==================== block 1
Block 1, metal 3:
Drawn at 3 px/µm.
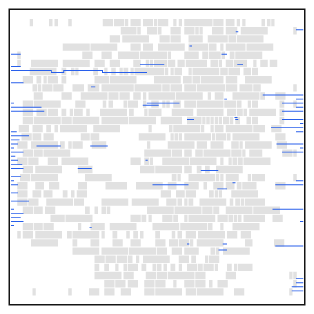

===== config.mk =====
export PLATFORM = sky130hd
export DESIGN_NAME = slt_unit_seq_flat
export DESIGN_NICKNAME = d
export VERILOG_FILES = /design/src/rtl/slt_unit_seq_if.sv /design/src/rtl/slt_unit_seq.sv /design/src/flat_wrapper.sv
export SDC_FILE = /design/constraint.sdc
export NUM_CORES = 1
export LEC_CHECK = 0
export CORE_MARGIN = 2
export CORE_UTILIZATION = 43
export CTS_CLUSTER_DIAMETER = 60
export DETAILED_ROUTE_END_ITERATION = 10
export PLACE_DENSITY = 0.84
export SETUP_SLACK_MARGIN = 0.15
export SLEW_MARGIN = 10
export SYNTH_ARGS = -nofsm -noshare
export SYNTH_HDL_FRONTEND = slang
export SYNTH_SLANG_ARGS = --single-unit

===== constraint.sdc =====
create_clock -name clk -period 1.3 [get_ports clk]
set_input_delay 0.13 -clock clk [delete_from_list [all_inputs] [get_ports clk]]
set_output_delay 0.13 -clock clk [all_outputs]
set_load 0.02 [all_outputs]

===== src/rtl/slt_unit_seq_if.sv =====
// Handshake/operand bundle for the serial compare unit.
//   start, abort, mode, a, b : requester -> unit
//   busy, done, C, lt, eq    : unit -> requester
// W must match the W of the slt_unit_seq instance it is attached to.
interface slt_unit_seq_if #(
    parameter int W = 32
);
    logic         start;
    logic         abort;
    logic [1:0]   mode;
    logic [W-1:0] a;
    logic [W-1:0] b;
    logic         busy;
    logic         done;
    logic [W-1:0] C;
    logic         lt;
    logic         eq;

    modport master (
        output start, abort, mode, a, b,
        input  busy, done, C, lt, eq
    );

    modport slave (
        input  start, abort, mode, a, b,
        output busy, done, C, lt, eq
    );
endinterface


===== src/rtl/slt_unit_seq.sv =====
// Multi-cycle set-less-than unit. Compares a and b MSB first, DIGIT bits per
// clock, and returns a zero-extended 0/1 result plus raw lt/eq flags.
//   clk    : rising-edge clock
//   rst_n  : asynchronous active-low reset
//   bus    : slave side of slt_unit_seq_if (start/abort/mode/a/b in,
//            busy/done/C/lt/eq out)
// mode: 00 SLT signed, 01 SLTU, 10 SEQ, 11 SLE signed.
//
// state  | meaning
// -------+-----------------------------------------------------------
// IDLE   | waiting for start; outputs hold the last result
// BUSY   | one digit compared and shifted out per clock
// DONE   | result just registered, done pulses; start here recaptures
module slt_unit_seq #(
    parameter int W          = 32,
    parameter int DIGIT      = 4,
    parameter int EARLY_EXIT = 0
) (
    input  logic          clk,
    input  logic          rst_n,
    slt_unit_seq_if.slave bus
);
    localparam int N  = W / DIGIT;
    localparam int CW = $clog2(N + 1);
    localparam logic [W-1:0] MSB_MASK = {1'b1, {(W-1){1'b0}}};

    typedef enum logic [1:0] {S_IDLE, S_BUSY, S_DONE} state_t;

    state_t        state_q, state_d;
    logic [1:0]    mode_q, mode_d;
    logic [W-1:0]  sa_q, sa_d;
    logic [W-1:0]  sb_q, sb_d;
    logic [CW-1:0] cnt_q, cnt_d;
    logic          dec_q, dec_d;
    logic          lti_q, lti_d;
    logic          done_q, done_d;
    logic          res_q, res_d;
    logic          lt_q, lt_d;
    logic          eq_q, eq_d;

    logic [DIGIT-1:0] dig_a, dig_b;
    logic             diff, dec_n, lti_n, signed_mode;

    assign dig_a = sa_q[W-1 -: DIGIT];
    assign dig_b = sb_q[W-1 -: DIGIT];
    assign diff  = (dig_a != dig_b);
    assign dec_n = dec_q | diff;
    // Only the first differing digit decides the order.
    assign lti_n = dec_q ? lti_q : (dig_a < dig_b);
    // Flipping the sign bit maps two's complement onto offset binary, so the
    // unsigned digit compare yields the signed order.
    assign signed_mode = (bus.mode[1] == bus.mode[0]);

    always_ff @(posedge clk or negedge rst_n) begin
        if (!rst_n) begin
            state_q <= S_IDLE;
            mode_q  <= 2'b00;
            sa_q    <= '0;
            sb_q    <= '0;
            cnt_q   <= '0;
            dec_q   <= 1'b0;
            lti_q   <= 1'b0;
            done_q  <= 1'b0;
            res_q   <= 1'b0;
            lt_q    <= 1'b0;
            eq_q    <= 1'b0;
        end else begin
            state_q <= state_d;
            mode_q  <= mode_d;
            sa_q    <= sa_d;
            sb_q    <= sb_d;
            cnt_q   <= cnt_d;
            dec_q   <= dec_d;
            lti_q   <= lti_d;
            done_q  <= done_d;
            res_q   <= res_d;
            lt_q    <= lt_d;
            eq_q    <= eq_d;
        end
    end

    always_comb begin
        state_d = state_q;
        mode_d  = mode_q;
        sa_d    = sa_q;
        sb_d    = sb_q;
        cnt_d   = cnt_q;
        dec_d   = dec_q;
        lti_d   = lti_q;
        done_d  = 1'b0;
        res_d   = res_q;
        lt_d    = lt_q;
        eq_d    = eq_q;

        case (state_q)
            S_IDLE, S_DONE: begin
                state_d = S_IDLE;
                if (!bus.abort && bus.start) begin
                    mode_d  = bus.mode;
                    sa_d    = bus.a ^ (signed_mode ? MSB_MASK : '0);
                    sb_d    = bus.b ^ (signed_mode ? MSB_MASK : '0);
                    cnt_d   = CW'(N);
                    dec_d   = 1'b0;
                    lti_d   = 1'b0;
                    state_d = S_BUSY;
                end
            end
            S_BUSY: begin
                if (bus.abort) begin
                    state_d = S_IDLE;
                end else begin
                    dec_d = dec_n;
                    lti_d = lti_n;
                    sa_d  = sa_q << DIGIT;
                    sb_d  = sb_q << DIGIT;
                    cnt_d = cnt_q - 1'b1;
                    if ((cnt_q == CW'(1)) ||
                        ((EARLY_EXIT != 0) && !dec_q && diff)) begin
                        state_d = S_DONE;
                        done_d  = 1'b1;
                        lt_d    = lti_n;
                        eq_d    = ~dec_n;
                        case (mode_q)
                            2'b10:   res_d = ~dec_n;
                            2'b11:   res_d = lti_n | ~dec_n;
                            default: res_d = lti_n;
                        endcase
                    end
                end
            end
            default: state_d = S_IDLE;
        endcase
    end

    assign bus.busy = (state_q == S_BUSY);
    assign bus.done = done_q;
    assign bus.C    = {{(W-1){1'b0}}, res_q};
    assign bus.lt   = lt_q;
    assign bus.eq   = eq_q;
endmodule


===== src/flat_wrapper.sv =====
// flat-port wrapper written by rule: the top's interface ports become plain ports
module slt_unit_seq_flat 
#(
    parameter int W          = 32,
    parameter int DIGIT      = 4,
    parameter int EARLY_EXIT = 0
)
  (clk, rst_n, bus_start, bus_abort, bus_mode, bus_a, bus_b, bus_busy, bus_done, bus_C, bus_lt, bus_eq);
  slt_unit_seq_if #(.W(W)) bus_i ();
  input  logic clk;
  input  logic rst_n;
  input wire logic [$bits(bus_i.start)-1:0] bus_start;
  input wire logic [$bits(bus_i.abort)-1:0] bus_abort;
  input wire logic [$bits(bus_i.mode)-1:0] bus_mode;
  input wire logic [$bits(bus_i.a)-1:0] bus_a;
  input wire logic [$bits(bus_i.b)-1:0] bus_b;
  output wire logic [$bits(bus_i.busy)-1:0] bus_busy;
  output wire logic [$bits(bus_i.done)-1:0] bus_done;
  output wire logic [$bits(bus_i.C)-1:0] bus_C;
  output wire logic [$bits(bus_i.lt)-1:0] bus_lt;
  output wire logic [$bits(bus_i.eq)-1:0] bus_eq;
  assign bus_i.start = bus_start;
  assign bus_i.abort = bus_abort;
  assign bus_i.mode = bus_mode;
  assign bus_i.a = bus_a;
  assign bus_i.b = bus_b;
  assign bus_busy = bus_i.busy;
  assign bus_done = bus_i.done;
  assign bus_C = bus_i.C;
  assign bus_lt = bus_i.lt;
  assign bus_eq = bus_i.eq;
  slt_unit_seq #(.W(W), .DIGIT(DIGIT), .EARLY_EXIT(EARLY_EXIT)) u_core (.clk(clk), .rst_n(rst_n), .bus(bus_i));
endmodule

==================== block 2
--- src/rtl/load_store_unit.sv ---
// Memory-access stage: one request/acknowledge bus transaction per core access,
// with store lane replication, load extraction/extension and fault reporting.
module load_store_unit #(
    parameter int TIMEOUT_CYCLES = 255
) (
    input  logic        clk,
    input  logic        rst_n,
    input  logic        lsu_valid,
    input  logic        lsu_store,
    input  logic [2:0]  lsu_funct3,
    input  logic [31:0] lsu_addr,
    input  logic [31:0] lsu_wdata,
    output logic        lsu_stall,
    output logic        lsu_done,
    output logic [31:0] lsu_rdata,
    output logic        lsu_err,
    output logic [1:0]  lsu_err_code,
    output logic        mem_req,
    output logic        mem_we,
    output logic [31:0] mem_addr,
    output logic [31:0] mem_wdata,
    output logic [3:0]  mem_wstrb,
    input  logic        mem_ack,
    input  logic [31:0] mem_rdata
);

    localparam logic [1:0] ST_IDLE = 2'd0;
    localparam logic [1:0] ST_REQ  = 2'd1;
    localparam logic [1:0] ST_DONE = 2'd2;

    localparam logic [1:0] CODE_NONE     = 2'b00;
    localparam logic [1:0] CODE_MISALIGN = 2'b01;
    localparam logic [1:0] CODE_TIMEOUT  = 2'b10;
    localparam logic [1:0] CODE_ILLEGAL  = 2'b11;

    localparam logic [7:0] CNT_LAST = 8'(TIMEOUT_CYCLES - 1);

    logic [1:0]  state_reg;
    logic [7:0]  cnt_reg;
    logic [2:0]  funct3_reg;
    logic [1:0]  off_reg;

    logic        is_half;
    logic        is_word;
    logic        illegal;
    logic        misaligned;
    logic [31:0] lane_wdata;
    logic [3:0]  lane_wstrb;
    logic [7:0]  rd_byte [4];
    logic [7:0]  byte_sel;
    logic [15:0] half_sel;
    logic [31:0] load_ext;

    assign lsu_stall = lsu_valid & ~lsu_done;

    // Request classification straight from the core inputs, checked while IDLE.
    assign is_half    = (lsu_funct3[1:0] == 2'b01);
    assign is_word    = lsu_funct3[1];
    assign illegal    = lsu_store ? lsu_funct3[2]
                                  : ((lsu_funct3 == 3'b011) || (lsu_funct3[2:1] == 2'b11));
    assign misaligned = (is_half & lsu_addr[0]) | (is_word & (lsu_addr[1:0] != 2'b00));

    always_comb begin
        lane_wdata = lsu_wdata;
        lane_wstrb = 4'b1111;
        case (lsu_funct3[1:0])
            2'b00: begin
                lane_wdata = {4{lsu_wdata[7:0]}};
                lane_wstrb = 4'b0001 << lsu_addr[1:0];
            end
            2'b01: begin
                lane_wdata = {2{lsu_wdata[15:0]}};
                lane_wstrb = 4'b0011 << lsu_addr[1:0];
            end
            default: begin
                lane_wdata = lsu_wdata;
                lane_wstrb = 4'b1111;
            end
        endcase
    end

    generate
        for (genvar gi = 0; gi < 4; gi++) begin : g_rd_byte
            assign rd_byte[gi] = mem_rdata[8*gi +: 8];
        end
    endgenerate

    assign byte_sel = rd_byte[off_reg];
    assign half_sel = off_reg[1] ? mem_rdata[31:16] : mem_rdata[15:0];

    always_comb begin
        load_ext = mem_rdata;
        case (funct3_reg)
            3'b000:  load_ext = {{24{byte_sel[7]}}, byte_sel};
            3'b001:  load_ext = {{16{half_sel[15]}}, half_sel};
            3'b100:  load_ext = {24'd0, byte_sel};
            3'b101:  load_ext = {16'd0, half_sel};
            default: load_ext = mem_rdata;
        endcase
    end

    always_ff @(posedge clk or negedge rst_n) begin
        if (!rst_n) begin
            state_reg    <= ST_IDLE;
            cnt_reg      <= 8'd0;
            funct3_reg   <= 3'd0;
            off_reg      <= 2'd0;
            lsu_done     <= 1'b0;
            lsu_rdata    <= 32'd0;
            lsu_err      <= 1'b0;
            lsu_err_code <= CODE_NONE;
            mem_req      <= 1'b0;
            mem_we       <= 1'b0;
            mem_addr     <= 32'd0;
            mem_wdata    <= 32'd0;
            mem_wstrb    <= 4'b0000;
        end else begin
            case (state_reg)
                ST_IDLE: begin
                    if (lsu_valid) begin
                        if (illegal || misaligned) begin
                            // Faulty requests never reach the bus.
                            state_reg    <= ST_DONE;
                            lsu_done     <= 1'b1;
                            lsu_err      <= 1'b1;
                            lsu_err_code <= illegal ? CODE_ILLEGAL : CODE_MISALIGN;
                        end else begin
                            state_reg  <= ST_REQ;
                            cnt_reg    <= 8'd0;
                            funct3_reg <= lsu_funct3;
                            off_reg    <= lsu_addr[1:0];
                            mem_req    <= 1'b1;
                            mem_we     <= lsu_store;
                            mem_addr   <= {lsu_addr[31:2], 2'b00};
                            mem_wdata  <= lsu_store ? lane_wdata : 32'd0;
                            mem_wstrb  <= lsu_store ? lane_wstrb : 4'b0000;
                        end
                    end
                end
                ST_REQ: begin
                    // Ack is checked before expiry so a last-cycle ack still succeeds.
                    if (mem_ack) begin
                        state_reg    <= ST_DONE;
                        mem_req      <= 1'b0;
                        lsu_done     <= 1'b1;
                        lsu_err      <= 1'b0;
                        lsu_err_code <= CODE_NONE;
                        if (!mem_we) begin
                            lsu_rdata <= load_ext;
                        end
                    end else if (cnt_reg == CNT_LAST) begin
                        state_reg    <= ST_DONE;
                        mem_req      <= 1'b0;
                        lsu_done     <= 1'b1;
                        lsu_err      <= 1'b1;
                        lsu_err_code <= CODE_TIMEOUT;
                    end else begin
                        cnt_reg <= cnt_reg + 8'd1;
                    end
                end
                ST_DONE: begin
                    state_reg    <= ST_IDLE;
                    lsu_done     <= 1'b0;
                    lsu_err      <= 1'b0;
                    lsu_err_code <= CODE_NONE;
                    mem_we       <= 1'b0;
                    mem_wstrb    <= 4'b0000;
                end
                default: begin
                    state_reg <= ST_IDLE;
                end
            endcase
        end
    end

endmodule

--- config.mk ---
export PLATFORM = sky130hd
export DESIGN_NAME = load_store_unit
export DESIGN_NICKNAME = d
export VERILOG_FILES = /design/src/rtl/load_store_unit.sv
export SDC_FILE = /design/constraint.sdc
export NUM_CORES = 1
export LEC_CHECK = 0
export CAP_MARGIN = 20
export CELL_PAD_IN_SITES_DETAIL_PLACEMENT = 2
export CELL_PAD_IN_SITES_GLOBAL_PLACEMENT = 2
export CORE_MARGIN = 3
export CORE_UTILIZATION = 23
export DETAILED_ROUTE_END_ITERATION = 10
export PLACE_DENSITY = 0.8
export SYNTH_ARGS = -nofsm -noshare
export SYNTH_HDL_FRONTEND = slang
export SYNTH_SLANG_ARGS = --single-unit
--- constraint.sdc ---
create_clock -name clk -period 2 [get_ports clk]
set_clock_uncertainty 0.05 [all_clocks]
set_input_delay 0.2 -clock clk [delete_from_list [all_inputs] [get_ports clk]]
set_output_delay 0.2 -clock clk [all_outputs]
set_load 0.01 [all_outputs]

==> screenshots <==
Clock wiring as the flow saved it.
(a)
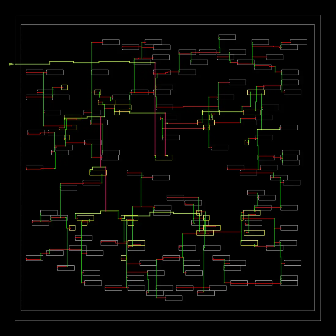
(b)
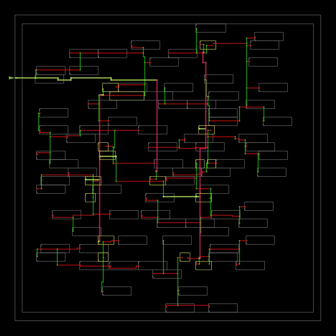
- most sequential cells: (a)
- most clock buffers: (a)
(a): block 2
(b): block 1

Block 1, metal layers overlaid:
Drawn at 4 px/µm.
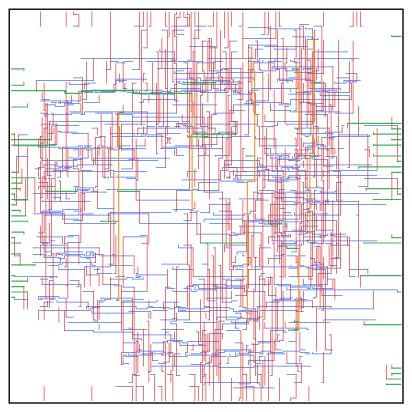
metal 1 -> blue  # wire length 3540 µm
metal 4 -> orange  # wire length 231 µm
metal 3 -> green  # wire length 319 µm
metal 2 -> red  # wire length 4350 µm

Block 1, supply network:
Drawn at 4 px/µm. Pins as bars on the die edge. Tap cells in grey.
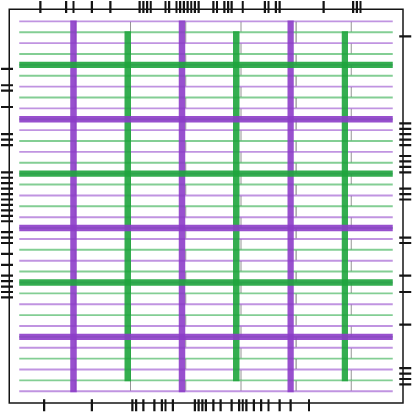
VSS -> purple
VDD -> green
rows = 34
met5 straps = 6
core area: 0.00864 mm²
worst vdd ir: 0.000763 V

## Picture notes: 'metal 3' of block 1
nets with wire on the layer = 59
share of all routed wire = 3.8%
longest straight run = 14.7 µm
wire length on this layer = 319 µm
main direction = horizontal

==> impl_metrics.yaml, block 1 <==
# synthesis and place-and-route metrics
finish:
  nClkBuffers: 9
critical_path:
  path_max_fanout: 3
  reg2reg_from: "u_core.state_q[1]$_DFFE_PN0P_"
route:
  drt_iter0_markers: 151
  vias: 2826
  vias_per_cell: 4.87
synth:
  ys_chip_area_mm2: 0.00380
  aoi_share: 0.118
  synthesis.area_mm2: 0.00380
  top_cells_by_count: "nand2_1 (84), dfrtp_1 (78), mux2i_1 (47)"
timing:
  setup_slack_ps: -92.2
  setup_viol: 63
run_status:
  violations: "negative setup slack"
  outcome: "finished, violations left"
placement:
  dpl.hpwl_um: 5620
grt:
  grt_overflow: 0
## block 1: timing repair
item                                    4_1_cts  5_1_grt
pin swaps                                     8        6
endpoints found under the setup margin       83       81
gates cloned                                  0        6
hold endpoints to repair                     26        0
buffers inserted                              3        4
hold buffers                                  1        0
resized                                      50       24
## block 1: stage by stage
stage,setup slack [ps],cell area [µm²],power [µW],cells,hold slack (ps)
6_report,-92.2,5250,8600,580,247
5_1_grt,-209,5250,9170,580,295
4_1_cts,-107,5000,8300,570,257
3_5_place_dp,-321,4660,6160,550,85.2
3_3_place_gp,-300,4660,5980,550,72.7
2_1_floorplan,5.67,4000,5400,402,-166
## block 1: state kept, by name, summed over array words and instances, names as in the netlist
| name | cells |
|---|---|
| u_core.bus.eq | 1 |
| u_core.cnt_q | 4 |
| u_core.state_q | 2 |
| u_core.bus.lt | 1 |
| u_core.res_q | 1 |
| u_core.sa_q | 32 |
| u_core.bus.done | 1 |
| u_core.sb_q | 32 |
| u_core.mode_q | 2 |
| u_core.dec_q | 1 |
| u_core.lti_q | 1 |
## block 1: power by group
part | switching [µW] | total [µW] | internal (µW)
clock | 966 | 1880 | 910
sequential | 530 | 3740 | 3210
combinational | 1430 | 2980 | 1560
Block 2, supply network:
Drawn at 2 px/µm. Pins as bars on the die edge. Tap cells in grey.
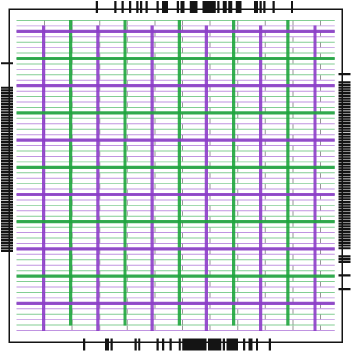
VDD -> green
VSS -> purple
met4 straps = 11
tap cells = 324

==> impl_metrics.yaml, block 2 <==
# synthesis and place-and-route metrics
finish:
  nClkBuffers: 18
  nMultiInputCombCells: 499
  fill_cells: 2750
  syn2layout_area_growth_pct: 59.7
  final-clk-cell-share: 0.0597
  nonClockInverterCount: 11
synth:
  synth.yosys.seq_area_share: 0.508
  synth-main-ff-cell: "dfrtp_1"
  aoi_share: 0.131
  synthesis.area_mm2: 0.00587
  synth-async-reset-ratio: 1.00
power_and_ir_drop:
  p_switching_uw: 4730
  p_seq_frac: 0.318
  leakage_uw: 0.00418
  clk-power_uw: 2970
grt:
  grt_usage: 0.174
  grt_use_met3: 0.0632
  grt_overflow: 0
floorplan:
  nWellTaps: 324
  fp_util: 0.238
  die_w_um: 166
route:
  wl_per_cell_um: 18.8
timing:
  max_slew.worst_pin.slew_ps: 542
run_status:
  outcome: "completed"
hold_path:
  hold_class: "primary input to async pin"
clock_network:
  root_buffer: "clkbuf_16"
-- block 2: placed cells by master, fill, tap and decap left out, drive strengths merged, types with 10 or more instances in the layout --
master / count
buf: 66
clkbuf: 18
nand3: 30
o22ai: 10
nand2: 214
mux2: 19
dfrtp: 119
mux2i: 15
nor2: 41
a21oi: 39
inv: 12
clkdlybuf4s50: 206
o21ai: 49
-- block 2: through the flow --
step	cell area, µm²	utilization	instances	total power (µW)
final	9370	0.380	1259	13000
after detailed placement	8690	0.352	1223	9970
after CTS	9300	0.377	1256	13100
after floorplan	5870	-	675	6450
after global routing	9370	0.380	1259	13900
after global placement	8690	0.352	1223	9750
-- block 2: what timing repair did --
action	4_1_cts	5_1_grt
endpoints found under the setup margin	87	73
hold endpoints to repair	31	0
resized	6	13
buffers inserted	0	3
hold buffers	1	0
-- block 2: critical path: cells and delay by family, from the launching register on --
kind | cells | cell delay, ps
AOI/OAI and AO/OA | 1 | 100
adders and majority gates | 1 | 180
DFF | 1 | 380
buffers and inverters | 3 | 310
and+or+nand+nor | 4 | 810

==================== block 3
Block 3, supply network:
Drawn at 1.5 px/µm. Pins as bars on the die edge. Tap cells in grey.
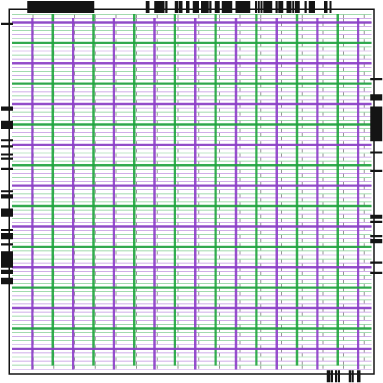

`src/rtl/dnn_host_sequencer.sv`:
```
// Host-side traffic generator and result checker for dnn_accelerator bring-up/BIST.
// Streams deterministic MAC requests, triggers block reads and scores every returned word.
module dnn_host_sequencer #(
  parameter int ITERS     = 8,
  parameter int VEC_COUNT = 64,
  parameter int TIMEOUT   = 4096
) (
  input  logic        clk,
  input  logic        rst_n,
  input  logic        start,
  output logic        EN_mac,
  input  logic        RDY_mac,
  output logic [15:0] mac_vectA_0,
  output logic [15:0] mac_vectA_1,
  output logic [15:0] mac_vectA_2,
  output logic [15:0] mac_vectA_3,
  output logic [15:0] mac_vectB_0,
  output logic [15:0] mac_vectB_1,
  output logic [15:0] mac_vectB_2,
  output logic [15:0] mac_vectB_3,
  output logic        EN_blockRead,
  input  logic        RDY_blockRead,
  input  logic        VALID_memVal,
  input  logic [33:0] memVal_data,
  output logic        busy,
  output logic        done,
  output logic        timeout,
  output logic [15:0] error_count,
  output logic [5:0]  first_err_idx,
  output logic [3:0]  iter_count
);
  localparam int IW = $clog2(VEC_COUNT);
  localparam int KW = $clog2(ITERS + 1);
  localparam int WW = $clog2(TIMEOUT + 1);

  typedef enum logic [2:0] {IDLE, ISSUE, DRAIN, WAIT_RD, READ_REQ, COLLECT, NEXT, DONE} state_t;

  state_t        state, stateNext;
  logic [IW-1:0] reqIdx, wordIdx;
  logic [KW-1:0] iterIdx, nextK;
  logic [WW-1:0] wdCount;
  logic [15:0]   vectA [4];
  logic [15:0]   vectB [4];
  logic          xfer, lastReq, lastWord, lastIter, wdActive, wdHit, abort, mismatch;
  logic [33:0]   expected;

  // Exact 34-bit dot product of the operand pattern for request j of iteration k.
  function automatic logic [33:0] expVal(input logic [IW-1:0] j, input logic [KW-1:0] k);
    logic [15:0] a, b;
    logic [33:0] sum;
    sum = '0;
    for (int n = 0; n < 4; n++) begin
      a   = 16'(j) + 16'(k) * 16'd64 + 16'(n + 1);
      b   = 16'(j) + 16'(k) + 16'(n + 1);
      sum = sum + 34'(32'(a) * 32'(b));
    end
    return sum;
  endfunction

  assign mac_vectA_0 = vectA[0];
  assign mac_vectA_1 = vectA[1];
  assign mac_vectA_2 = vectA[2];
  assign mac_vectA_3 = vectA[3];
  assign mac_vectB_0 = vectB[0];
  assign mac_vectB_1 = vectB[1];
  assign mac_vectB_2 = vectB[2];
  assign mac_vectB_3 = vectB[3];

  assign xfer     = (state == ISSUE) && RDY_mac;
  assign lastReq  = reqIdx == IW'(VEC_COUNT - 1);
  assign lastWord = wordIdx == IW'(VEC_COUNT - 1);
  assign lastIter = iterIdx == KW'(ITERS - 1);
  assign nextK    = iterIdx + 1'b1;
  assign wdActive = (state inside {DRAIN, WAIT_RD, COLLECT}) || ((state == ISSUE) && !RDY_mac);
  assign wdHit    = wdActive && (wdCount == WW'(TIMEOUT - 1));
  assign expected = expVal(wordIdx, iterIdx);
  assign mismatch = memVal_data != expected;

  always_ff @(posedge clk or negedge rst_n) begin
    if (!rst_n) state <= IDLE;
    else        state <= stateNext;
  end

  // Normal progress wins over a watchdog expiry landing in the same cycle.
  always_comb begin
    stateNext    = state;
    EN_mac       = 1'b0;
    EN_blockRead = 1'b0;
    abort        = 1'b0;
    case (state)
      IDLE, DONE: if (start) stateNext = ISSUE;
      ISSUE: begin
        EN_mac = 1'b1;
        if (xfer && lastReq) stateNext = DRAIN;
        else if (wdHit)      abort = 1'b1;
      end
      DRAIN: begin
        if (!RDY_mac)   stateNext = WAIT_RD;
        else if (wdHit) abort = 1'b1;
      end
      WAIT_RD: begin
        if (RDY_blockRead) stateNext = READ_REQ;
        else if (wdHit)    abort = 1'b1;
      end
      READ_REQ: begin
        EN_blockRead = 1'b1;
        stateNext    = COLLECT;
      end
      COLLECT: begin
        if (VALID_memVal && lastWord) stateNext = NEXT;
        else if (wdHit)               abort = 1'b1;
      end
      NEXT:    stateNext = lastIter ? DONE : ISSUE;
      default: stateNext = IDLE;
    endcase
    if (abort) stateNext = DONE;
  end

  always_ff @(posedge clk or negedge rst_n) begin
    if (!rst_n) begin
      reqIdx        <= '0;
      wordIdx       <= '0;
      iterIdx       <= '0;
      wdCount       <= '0;
      busy          <= 1'b0;
      done          <= 1'b0;
      timeout       <= 1'b0;
      error_count   <= '0;
      first_err_idx <= '0;
      iter_count    <= '0;
      for (int n = 0; n < 4; n++) begin
        vectA[n] <= '0;
        vectB[n] <= '0;
      end
    end else begin
      if (stateNext != state || xfer) wdCount <= '0;
      else if (wdActive)              wdCount <= wdCount + 1'b1;

      case (state)
        IDLE, DONE: if (start) begin
          reqIdx        <= '0;
          wordIdx       <= '0;
          iterIdx       <= '0;
          busy          <= 1'b1;
          done          <= 1'b0;
          timeout       <= 1'b0;
          error_count   <= '0;
          first_err_idx <= '0;
          iter_count    <= '0;
          for (int n = 0; n < 4; n++) begin
            vectA[n] <= 16'(n + 1);
            vectB[n] <= 16'(n + 1);
          end
        end
        ISSUE: if (xfer) begin
          reqIdx <= lastReq ? '0 : reqIdx + 1'b1;
          for (int n = 0; n < 4; n++) begin
            vectA[n] <= vectA[n] + 16'd1;
            vectB[n] <= vectB[n] + 16'd1;
          end
        end
        COLLECT: if (VALID_memVal) begin
          if (mismatch) begin
            if (error_count != 16'hFFFF) error_count <= error_count + 16'd1;
            if (error_count == 16'd0)    first_err_idx <= 6'(wordIdx);
          end
          wordIdx <= lastWord ? '0 : wordIdx + 1'b1;
        end
        NEXT: begin
          iterIdx    <= nextK;
          iter_count <= iter_count + 4'd1;
          wordIdx    <= '0;
          for (int n = 0; n < 4; n++) begin
            vectA[n] <= 16'(nextK) * 16'd64 + 16'(n + 1);
            vectB[n] <= 16'(nextK) + 16'(n + 1);
          end
          if (lastIter) begin
            busy <= 1'b0;
            done <= 1'b1;
          end
        end
        default: ;
      endcase

      if (abort) begin
        busy    <= 1'b0;
        done    <= 1'b1;
        timeout <= 1'b1;
      end
    end
  end
endmodule
```
`config.mk`:
```
export PLATFORM = sky130hd
export DESIGN_NAME = dnn_host_sequencer
export DESIGN_NICKNAME = d
export VERILOG_FILES = /design/src/rtl/dnn_host_sequencer.sv
export SDC_FILE = /design/constraint.sdc
export NUM_CORES = 1
export LEC_CHECK = 0
export CELL_PAD_IN_SITES_DETAIL_PLACEMENT = 1
export CELL_PAD_IN_SITES_GLOBAL_PLACEMENT = 2
export CORE_UTILIZATION = 41
export DETAILED_ROUTE_END_ITERATION = 10
export HOLD_SLACK_MARGIN = 0.05
export PLACE_DENSITY_LB_ADDON = 0.2
export SLEW_MARGIN = 5
export SYNTH_ARGS = -nofsm -noshare
export SYNTH_HDL_FRONTEND = slang
export SYNTH_SLANG_ARGS = --single-unit
```
`constraint.sdc`:
```
create_clock -name clk -period 27.1 [get_ports clk]
set_clock_uncertainty 0.1 [all_clocks]
set_input_delay 4.065 -clock clk [delete_from_list [all_inputs] [get_ports clk]]
set_output_delay 4.065 -clock clk [all_outputs]
set_load 0.01 [all_outputs]
```
==================== block 4
`src/rtl/uart_receive.sv`:
```
// UART receiver: 8N1 frames at CLKS_PER_BIT clocks per bit, held valid/ack byte
// interface, one-cycle framing-error and overrun pulses.
module uart_receive #(
  parameter int unsigned CLKS_PER_BIT = 868
) (
  input  logic       clk,
  input  logic       rst_n,
  input  logic       Rx,
  output logic [7:0] rx_data,
  output logic       rx_valid,
  input  logic       rx_ack,
  output logic       rx_frame_err,
  output logic       rx_overrun
);

  localparam logic [15:0] HALF_LAST = 16'(CLKS_PER_BIT / 2 - 1);
  localparam logic [15:0] BIT_LAST  = 16'(CLKS_PER_BIT - 1);

  typedef enum logic [2:0] {
    WAIT_IDLE = 3'd0,
    IDLE      = 3'd1,
    START     = 3'd2,
    DATA      = 3'd3,
    STOP      = 3'd4
  } state_t;

  logic        rx_meta_r;
  logic        rx_s;
  logic [1:0]  settle_r;
  state_t      state_r, state_nxt_s;
  logic [15:0] cnt_r, cnt_nxt_s;
  logic [2:0]  idx_r, idx_nxt_s;
  logic [7:0]  shift_r, shift_nxt_s;
  logic        deliver_s;
  logic        frame_bad_s;

  // Two-flop synchronizer; settle_r keeps the synchronizer's reset value from
  // being mistaken for an idle line right after reset release.
  always_ff @(posedge clk or negedge rst_n) begin
    if (!rst_n) begin
      rx_meta_r <= 1'b1;
      rx_s      <= 1'b1;
      settle_r  <= 2'b00;
    end else begin
      rx_meta_r <= Rx;
      rx_s      <= rx_meta_r;
      settle_r  <= {settle_r[0], 1'b1};
    end
  end

  // FSM, bit timer, bit index and shift register state.
  always_ff @(posedge clk or negedge rst_n) begin
    if (!rst_n) begin
      state_r <= WAIT_IDLE;
      cnt_r   <= 16'd0;
      idx_r   <= 3'd0;
      shift_r <= 8'h00;
    end else begin
      state_r <= state_nxt_s;
      cnt_r   <= cnt_nxt_s;
      idx_r   <= idx_nxt_s;
      shift_r <= shift_nxt_s;
    end
  end

  // Next-state logic: sample at mid start bit, then every full bit period.
  always_comb begin
    state_nxt_s = state_r;
    cnt_nxt_s   = cnt_r;
    idx_nxt_s   = idx_r;
    shift_nxt_s = shift_r;
    deliver_s   = 1'b0;
    frame_bad_s = 1'b0;
    case (state_r)
      WAIT_IDLE: begin
        if (rx_s && settle_r[1]) begin
          state_nxt_s = IDLE;
        end else begin
          state_nxt_s = WAIT_IDLE;
        end
      end
      IDLE: begin
        if (!rx_s) begin
          state_nxt_s = START;
          cnt_nxt_s   = 16'd0;
        end else begin
          state_nxt_s = IDLE;
        end
      end
      START: begin
        if (cnt_r == HALF_LAST) begin
          cnt_nxt_s = 16'd0;
          idx_nxt_s = 3'd0;
          if (!rx_s) begin
            state_nxt_s = DATA;
          end else begin
            state_nxt_s = IDLE;
          end
        end else begin
          cnt_nxt_s = cnt_r + 16'd1;
        end
      end
      DATA: begin
        if (cnt_r == BIT_LAST) begin
          cnt_nxt_s          = 16'd0;
          shift_nxt_s[idx_r] = rx_s;
          idx_nxt_s          = idx_r + 3'd1;
          if (idx_r == 3'd7) begin
            state_nxt_s = STOP;
          end else begin
            state_nxt_s = DATA;
          end
        end else begin
          cnt_nxt_s = cnt_r + 16'd1;
        end
      end
      STOP: begin
        if (cnt_r == BIT_LAST) begin
          cnt_nxt_s = 16'd0;
          // A low stop bit means break or a dead line: wait for it to go high.
          if (rx_s) begin
            deliver_s   = 1'b1;
            state_nxt_s = IDLE;
          end else begin
            frame_bad_s = 1'b1;
            state_nxt_s = WAIT_IDLE;
          end
        end else begin
          cnt_nxt_s = cnt_r + 16'd1;
        end
      end
      default: begin
        state_nxt_s = WAIT_IDLE;
      end
    endcase
  end

  // Byte handshake and status pulses; an unacknowledged byte is never overwritten.
  always_ff @(posedge clk or negedge rst_n) begin
    if (!rst_n) begin
      rx_data      <= 8'h00;
      rx_valid     <= 1'b0;
      rx_frame_err <= 1'b0;
      rx_overrun   <= 1'b0;
    end else begin
      rx_frame_err <= frame_bad_s;
      rx_overrun   <= 1'b0;
      if (deliver_s) begin
        if (!rx_valid || rx_ack) begin
          rx_data  <= shift_r;
          rx_valid <= 1'b1;
        end else begin
          rx_overrun <= 1'b1;
        end
      end else if (rx_valid && rx_ack) begin
        rx_valid <= 1'b0;
      end
    end
  end

endmodule

```
`config.mk`:
```
export PLATFORM = sky130hd
export DESIGN_NAME = uart_receive
export DESIGN_NICKNAME = d
export VERILOG_FILES = /design/src/rtl/uart_receive.sv
export SDC_FILE = /design/constraint.sdc
export NUM_CORES = 1
export LEC_CHECK = 0
export ABC_AREA = 1
export CAP_MARGIN = 20
export CORE_ASPECT_RATIO = 0.8
export CORE_MARGIN = 5
export CORE_UTILIZATION = 28
export CTS_BUF_LIST = sky130_fd_sc_hd__clkbuf_8
export CTS_CLUSTER_SIZE = 30
export DETAILED_ROUTE_END_ITERATION = 6
export DONT_BUFFER_PORTS = 1
export MAX_ROUTING_LAYER = met4
export PLACE_DENSITY = 0.4
export SLEW_MARGIN = 40
export SYNTH_ARGS = -nofsm -noshare
export SYNTH_HDL_FRONTEND = slang
export SYNTH_SLANG_ARGS = --single-unit
```
`constraint.sdc`:
```
create_clock -name clk -period 3.7 [get_ports clk]
set_input_delay 0.37 -clock clk [delete_from_list [all_inputs] [get_ports clk]]
set_output_delay 0.37 -clock clk [all_outputs]
set_load 0.02 [all_outputs]
```
==================== block 5
**src/rtl/fcvt_int_fp.sv**
```systemverilog
// Integer-to-floating-point converter (32/64-bit source, single/double result).
// The magnitude is normalised one bit per cycle, then rounded once.
module fcvt_int_fp (
  input  logic        clk_i,
  input  logic        resetn_i,
  input  logic        start_i,
  input  logic        kill_i,
  input  logic [63:0] rs1_i,
  input  logic        long_i,
  input  logic        unsigned_i,
  input  logic        fmt_i,
  input  logic [2:0]  rm_i,
  output logic        busy_o,
  output logic        done_o,
  output logic [63:0] fcvtOut_o,
  output logic [4:0]  fflags_o
);

  typedef enum logic [2:0] {IDLE, LOAD, NORM, ROUND, DONE} state_t;

  state_t      state_reg;
  logic [63:0] src_reg;
  logic        long_reg;
  logic        unsigned_reg;
  logic        fmt_reg;
  logic [2:0]  rm_reg;
  logic        sign_reg;
  logic [63:0] mag_reg;
  logic [6:0]  exp_reg;

  logic        load_sign;
  logic [63:0] src_ext;
  logic [63:0] abs_val;
  logic [63:0] load_mag;
  logic [6:0]  load_exp;

  always_comb begin
    load_sign = ~unsigned_reg & (long_reg ? src_reg[63] : src_reg[31]);
    if (long_reg)
      src_ext = src_reg;
    else if (unsigned_reg)
      src_ext = {32'b0, src_reg[31:0]};
    else
      src_ext = {{32{src_reg[31]}}, src_reg[31:0]};
    abs_val  = load_sign ? (~src_ext + 64'd1) : src_ext;
    // 32-bit sources sit in the upper half so both widths share one datapath
    load_mag = long_reg ? abs_val : {abs_val[31:0], 32'b0};
    load_exp = long_reg ? 7'd63 : 7'd31;
  end

  logic        guard;
  logic        sticky;
  logic        lsb;
  logic        inc;
  logic [23:0] sp_fsum;
  logic [52:0] dp_fsum;
  logic        carry;
  logic [7:0]  exp_r;
  logic [7:0]  sp_bexp;
  logic [10:0] dp_bexp;
  logic [63:0] sp_res;
  logic [63:0] dp_res;

  always_comb begin
    guard  = fmt_reg ? mag_reg[10] : mag_reg[39];
    sticky = fmt_reg ? (|mag_reg[9:0]) : (|mag_reg[38:0]);
    lsb    = fmt_reg ? mag_reg[11] : mag_reg[40];
    case (rm_reg)
      3'b001:  inc = 1'b0;
      3'b010:  inc = sign_reg & (guard | sticky);
      3'b011:  inc = ~sign_reg & (guard | sticky);
      3'b100:  inc = guard;
      default: inc = guard & (sticky | lsb);
    endcase
    // hidden bit is always 1 here, so a fraction carry-out is the significand carry-out
    sp_fsum = {1'b0, mag_reg[62:40]} + {23'b0, inc};
    dp_fsum = {1'b0, mag_reg[62:11]} + {52'b0, inc};
    carry   = fmt_reg ? dp_fsum[52] : sp_fsum[23];
    exp_r   = {1'b0, exp_reg} + {7'b0, carry};
    sp_bexp = exp_r + 8'd127;
    dp_bexp = {3'b0, exp_r} + 11'd1023;
    sp_res  = {32'hFFFFFFFF, sign_reg, sp_bexp, carry ? 23'b0 : sp_fsum[22:0]};
    dp_res  = {sign_reg, dp_bexp, carry ? 52'b0 : dp_fsum[51:0]};
  end

  always_ff @(posedge clk_i or negedge resetn_i) begin
    if (!resetn_i) begin
      state_reg    <= IDLE;
      busy_o       <= 1'b0;
      done_o       <= 1'b0;
      fcvtOut_o    <= 64'b0;
      fflags_o     <= 5'b0;
      src_reg      <= 64'b0;
      long_reg     <= 1'b0;
      unsigned_reg <= 1'b0;
      fmt_reg      <= 1'b0;
      rm_reg       <= 3'b0;
      sign_reg     <= 1'b0;
      mag_reg      <= 64'b0;
      exp_reg      <= 7'b0;
    end else begin
      done_o <= 1'b0;
      if (state_reg != IDLE && kill_i) begin
        state_reg <= IDLE;
        busy_o    <= 1'b0;
      end else begin
        case (state_reg)
          IDLE: begin
            if (start_i) begin
              src_reg      <= rs1_i;
              long_reg     <= long_i;
              unsigned_reg <= unsigned_i;
              fmt_reg      <= fmt_i;
              rm_reg       <= rm_i;
              busy_o       <= 1'b1;
              state_reg    <= LOAD;
            end
          end
          LOAD: begin
            sign_reg <= load_sign;
            mag_reg  <= load_mag;
            exp_reg  <= load_exp;
            if (load_mag == 64'b0) begin
              fcvtOut_o <= 64'b0;
              fflags_o  <= 5'b0;
              done_o    <= 1'b1;
              state_reg <= DONE;
            end else begin
              state_reg <= NORM;
            end
          end
          NORM: begin
            if (mag_reg[63]) begin
              state_reg <= ROUND;
            end else begin
              mag_reg <= {mag_reg[62:0], 1'b0};
              exp_reg <= exp_reg - 7'd1;
            end
          end
          ROUND: begin
            fcvtOut_o <= fmt_reg ? dp_res : sp_res;
            fflags_o  <= {4'b0, guard | sticky};
            done_o    <= 1'b1;
            state_reg <= DONE;
          end
          DONE: begin
            busy_o    <= 1'b0;
            state_reg <= IDLE;
          end
          default: begin
            busy_o    <= 1'b0;
            state_reg <= IDLE;
          end
        endcase
      end
    end
  end

endmodule

```
**config.mk**
```make
export PLATFORM = sky130hd
export DESIGN_NAME = fcvt_int_fp
export DESIGN_NICKNAME = d
export VERILOG_FILES = /design/src/rtl/fcvt_int_fp.sv
export SDC_FILE = /design/constraint.sdc
export NUM_CORES = 1
export LEC_CHECK = 0
export CAP_MARGIN = 0
export CORE_UTILIZATION = 35
export CTS_CLUSTER_SIZE = 16
export DETAILED_ROUTE_END_ITERATION = 8
export GPL_ROUTABILITY_DRIVEN = 1
export PLACE_DENSITY = 0.65
export SYNTH_ARGS = -nofsm -noshare
export SYNTH_HDL_FRONTEND = slang
export SYNTH_SLANG_ARGS = --single-unit
export TNS_END_PERCENT = 100
```
**constraint.sdc**
```tcl
create_clock -name clk_i -period 6.4 [get_ports clk_i]
set_clock_uncertainty 0.2 [all_clocks]
set_input_delay 0.64 -clock clk_i [delete_from_list [all_inputs] [get_ports clk_i]]
set_output_delay 0.64 -clock clk_i [all_outputs]
set_load 0.01 [all_outputs]
```
Block 5, metal layers overlaid:
Drawn at 2 px/µm.
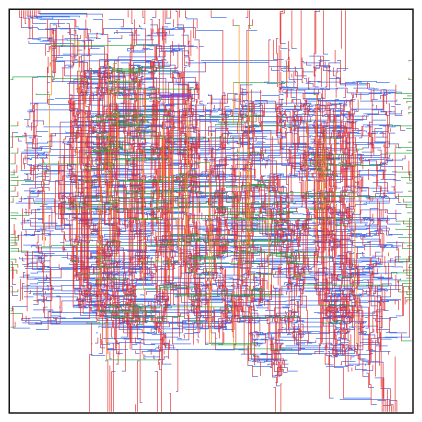
metal 3 -> green  # wire length 3590 µm
metal 1 -> blue  # wire length 21.8 mm
metal 4 -> orange  # wire length 2120 µm
metal 5 -> purple  # wire length 13.8 µm
metal 2 -> red  # wire length 22.9 mm
GRT Overall Usage: 0.247
WL final: 50400 µm
WL per Instance: 22.7 µm
Vias: 13300

==> impl_metrics.yaml, block 5 <==
# synthesis and place-and-route metrics
grt:
  use_met2: 0.388
  grt_first_pass_wirelength_um: 78000
  grt_overflow: 0
timing:
  hold_viol: 0
  setup_viol: 0
  max_slew.worst_pin.slew_ps: 1160
  finalSetupTns_ps: 0
power_and_ir_drop:
  pwr-share-clk: 0.175
  sw_frac_of_total: 0.477
  ir_worst_vdd_v: 0.000308
  pg_seq_uw: 2870
floorplan:
  nWellTaps: 518
  die_w_um: 201
  rows: 72
  fp_util: 0.357
clock_network:
  numCtsBuffers: 25
  post-cts-setup-buffers: 0
critical_path:
  cp_slowest_cell: "dfrtp_1"
  path_max_fanout: 8
  critPathMaxStageDelay_ps: 460
finish:
  diodes: 0
  seq_share: 0.319
  design_area_mm2: 0.0166
  layout_top_cell: "dfrtp_1"
  nMultiInputCombCells: 1219
  combGateArea_mm2: 0.00794
  stdcell_count: 2216
  flop-count: 212
synth:
  aoi_share: 0.203
  yosysTopAreaCell: "dfrtp_1"
  synth_cell_types: 84
  postSynthCellCount: 1602
  synthAdderAreaFrac: 0.00812
  xor_share: 0.0764
  simple_gate_area_frac: 0.211
job:
  warning_count: 28
placement:
  dpl.hpwl_um: 38000
run_status:
  outcome: "completed"
## block 5: worst max-delay path by stage
stage	to	slack, ps	cells after the start
CTS	fcvtOut_o[28]$_DFFE_PN0P_	50	29
global placement	fcvtOut_o[28]$_DFFE_PN0P_	280	29
floorplan	fcvtOut_o[28]$_DFFE_PN0P_	810	30
finish	fcvtOut_o[28]$_DFFE_PN0P_	460	29
detailed placement	fcvtOut_o[28]$_DFFE_PN0P_	70	29
global route	fcvtOut_o[28]$_DFFE_PN0P_	-2	29
## block 5: routing by layer
metal  part of all wire  up-vias  wire [µm]
met5            0.00026        -         13
met4              0.042        2       2120
met3              0.071      106       3590
met2               0.45      614      22900
met1               0.43     6540      21800
li1                   -     6013          -
## block 5: Yosys cell counts, drive strengths merged, types with 11 or more instances
cell type and n:
nor4 36, nand4 30, xor2 64, dfrtp 212, a22oi 31, or3 16, inv 41, a31oi 19
and3 21, mux2 74, nand2b 11, or4 18, a21oi 90, nor2 168, clkbuf 116, o21ai 92
nand2 128, nand3 55, o22ai 15, a21o 36, nor3 37, xnor2 57, and2 12, a222oi 12
mux2i 13, a221o 11, o2bb2ai 21, buf 16, a211oi 17
Block 3, met2 routing:
Drawn at 1 px/µm.
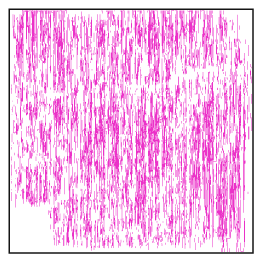
wire length on this layer = 37.7 mm
share of all routed wire = 49%
nets with wire on the layer = 3034
longest straight run = 74.0 µm
main direction = vertical

Block 3, metal 3:
Drawn at 1 px/µm.
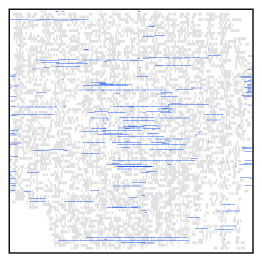
main direction = horizontal
share of all routed wire = 3.7%
wire length on this layer = 2860 µm
longest straight run = 131 µm
nets with wire on the layer = 175

About 'supply network' of block 3:
VDD -> green
VSS -> purple
met4 straps = 17
tap cells = 756
met5 straps = 17
met1 rails = 88
worst vdd ir: 0.000531 V
die extent in x: 242 µm
Die Y: 242 µm

==> impl_metrics.yaml, block 3 <==
# synthesis and place-and-route metrics
synth:
  ys_cells: 2619
  simple_gate_area_frac: 0.177
  synth_flop_count: 189
  ys_chip_area_mm2: 0.0237
  synth-main-ff-cell: "dfrtp_1"
  postSynthCellCount: 2619
  yosysTopAreaCell: "fa_1"
critical_path:
  reg2reg_depth: 30
  startpoint: "wordIdx[0]$_DFFE_PN0P_"
  reg2reg_slack_ps: 14240
  critPathMaxStageDelay_ps: 1010
  crit_end: "first_err_idx[0]$_DFFE_PN0P_"
finish:
  mostFrequentLayoutCells: "nor2_1 (436), inv_1 (383), fa_1 (320)"
hold_path:
  hold_class: "register to register"
power_and_ir_drop:
  pwr-share-clk: 0.087
  sw_frac_of_total: 0.541
  p_seq_frac: 0.125
  p_total_uw: 2920
  clk-power_uw: 253
  top_power_group: "combinational logic"
  pg_seq_uw: 365
grt:
  grt_pass1_vias: 21700
  grt_max_degree: 88
timing:
  rsz0062_at_grt: "false"
  period_used_share: 0.475
  setup_slack_ps: 14240
  hold_viol: 0
clock_network:
  numCtsBuffers: 17
  cts_sinks: 189
placement:
  placedCellCount: 3543
run_status:
  outcome: "completed"
route:
  vias: 19300
floorplan:
  fp_util: 0.417
  boundaryPins: 199
[block 3: cell usage after synthesis (46+ instances only)]
| cell | count |
|---|---|
| xor2_1 | 79 |
| fa_1 | 320 |
| nand3_1 | 59 |
| dfrtp_1 | 189 |
| xnor2_1 | 86 |
| ha_1 | 237 |
| clkbuf_1 | 67 |
| nand2_1 | 139 |
| o21ai_0 | 116 |
| nand4_1 | 46 |
| inv_1 | 383 |
| nor2_1 | 436 |
| a21oi_1 | 72 |
[block 3: layout make-up]
class	instances	area (µm²)	share of cell area
clock buffer	23	478	0.0176
timing repair buffer	226	2200	0.0809
inverter	385	1450	0.0532
clock inverter	9	91.3	0.00337
tap	756	946	0.0348
sequential	189	4730	0.174
multi-input combinational	1987	17300	0.636
[block 3: metal layers]
layer | global-route usage | up-vias | share of wire
met4 | 0.0843 | 0 | 0.030
met3 | 0.0378 | 104 | 0.037
met2 | 0.459 | 360 | 0.49
li1 | - | 8760 | -
met1 | 0.363 | 10000 | 0.45
met5 | 0 | - | 0
[block 3: tightest hold or removal path, delay by kind of cell (launching register included)]
kind,cells,cell delay (ps)
and+or+nand+nor,2,110
DFF,1,350
Block 4, metal layers overlaid:
Drawn at 3 px/µm.
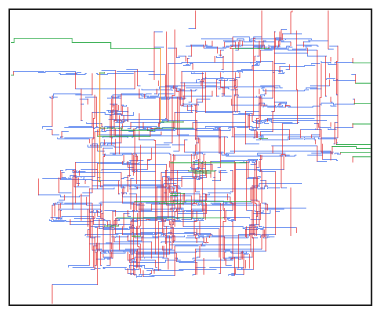
metal 1 -> blue  # wire length 3650 µm
metal 3 -> green  # wire length 327 µm
metal 2 -> red  # wire length 2630 µm
metal 4 -> orange  # wire length 60.5 µm

Block 4, metal 3:
Drawn at 2 px/µm.
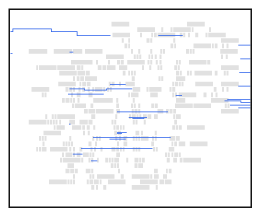
nets with wire on the layer = 23
wire length on this layer = 327 µm
main direction = horizontal
longest straight run = 38.6 µm

==> impl_metrics.yaml, block 4 <==
# synthesis and place-and-route metrics
power_and_ir_drop:
  pwr-share-clk: 0.296
  p_switching_uw: 498
route:
  vias: 2257
  wl_per_cell_um: 13.7
  vias_per_cell: 4.63
  wl_met1_um: 3650
synth:
  synth_cell_types: 29
  fp_nets: 377
  synth-main-ff-cell: "dfrtp_1"
  postSynthCellCount: 369
  most_common_cell: "nand2_1"
  yosysTopAreaCell: "dfrtp_1"
  synthesis.area_mm2: 0.00272
  synth_warnings: 0
finish:
  combGateArea_mm2: 0.00136
  comb_area_share: 0.459
grt:
  use_met2: 0.162
  grt_pass1_vias: 2118
floorplan:
  rows: 32
  floorplan.die_area_mm2: 0.0118
job:
  cap_violations: 0
timing:
  rsz0062_at_grt: "false"
run_status:
  outcome: "completed"
placement:
  routabilityCongestion: 0.825
critical_path:
  start_kind: "register"
[block 4: stage by stage]
stage	power [µW]	instances	util	setup slack, ps	area (µm²)
floorplan	880	369	-	2250	2720
global route	1440	488	0.309	1720	2960
finish	1320	488	0.309	1930	2960
detailed placement	937	478	0.293	1930	2800
CTS	1350	488	0.309	1910	2960
global placement	935	478	0.293	1960	2800
[block 4: flip-flops by register name, summed over array words and instances, names as in the netlist]
register and count:
idx_r 3, cnt_r 16, rx_s 1, rx_meta_r 1
rx_data 8, rx_frame_err 1, state_r 3, shift_r 8
rx_overrun 1, settle_r 2, rx_valid 1
[block 4: cell families after synthesis]
group,after synthesis,synth area share
buf+inv,55,0.0873
other cells,1,0.00138
simple gates,243,0.426
flops,45,0.415
fa+ha+maj,4,0.0184
compound gates,17,0.0400
xor+xnor,4,0.0129
[block 4: worst max-delay path: cells and delay by family, from the launching register on]
family	cells	cell delay, ps
flops	1	470
simple gates	4	630
fa+ha+maj	1	390
xor+xnor	1	210
[block 4: timing repair]
| item | 4_1_cts | 5_1_grt |
|---|---|---|
| resized | 0 | 0 |
| endpoints found under the hold margin | 45 | 0 |
| hold buffers | 2 | 0 |

==> screenshots <==
Clock wiring as the flow saved it.
panel A
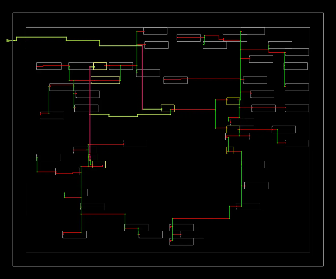
panel B
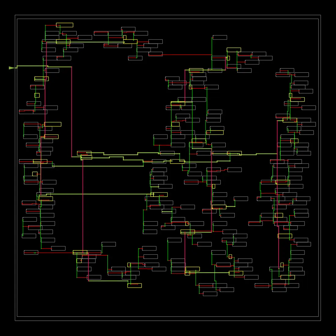
panel C
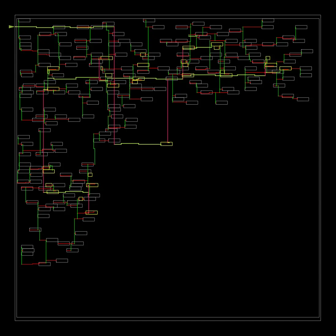
- fewest clock buffers: panel A
- fewest sequential cells: panel A
Block 5 is panel B.
Block 3 is panel C.
Block 4 is panel A.



## Gallery

Met2 routing.
shot_01.png
Drawn at 2 px/µm.
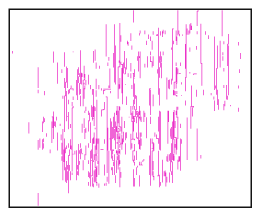
shot_02.png
Drawn at 1.5 px/µm.
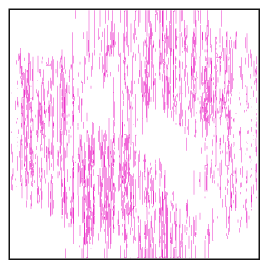
shot_03.png
Drawn at 3 px/µm.
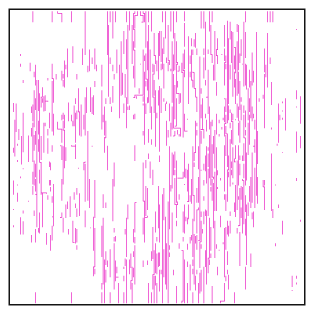
shot_04.png
Drawn at 1.5 px/µm.
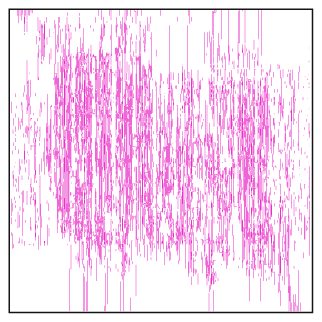
shot_03.png -> block 1
shot_01.png -> block 4
shot_02.png -> block 2
shot_04.png -> block 5
Of these, largest die: shot_04.png
Of these, smallest die: shot_03.png

Key to shot_02.png:
main direction = vertical
longest straight run = 69.7 µm
nets with wire on the layer = 954

No activity file was given, so power comes from the tool's default toggle rates.
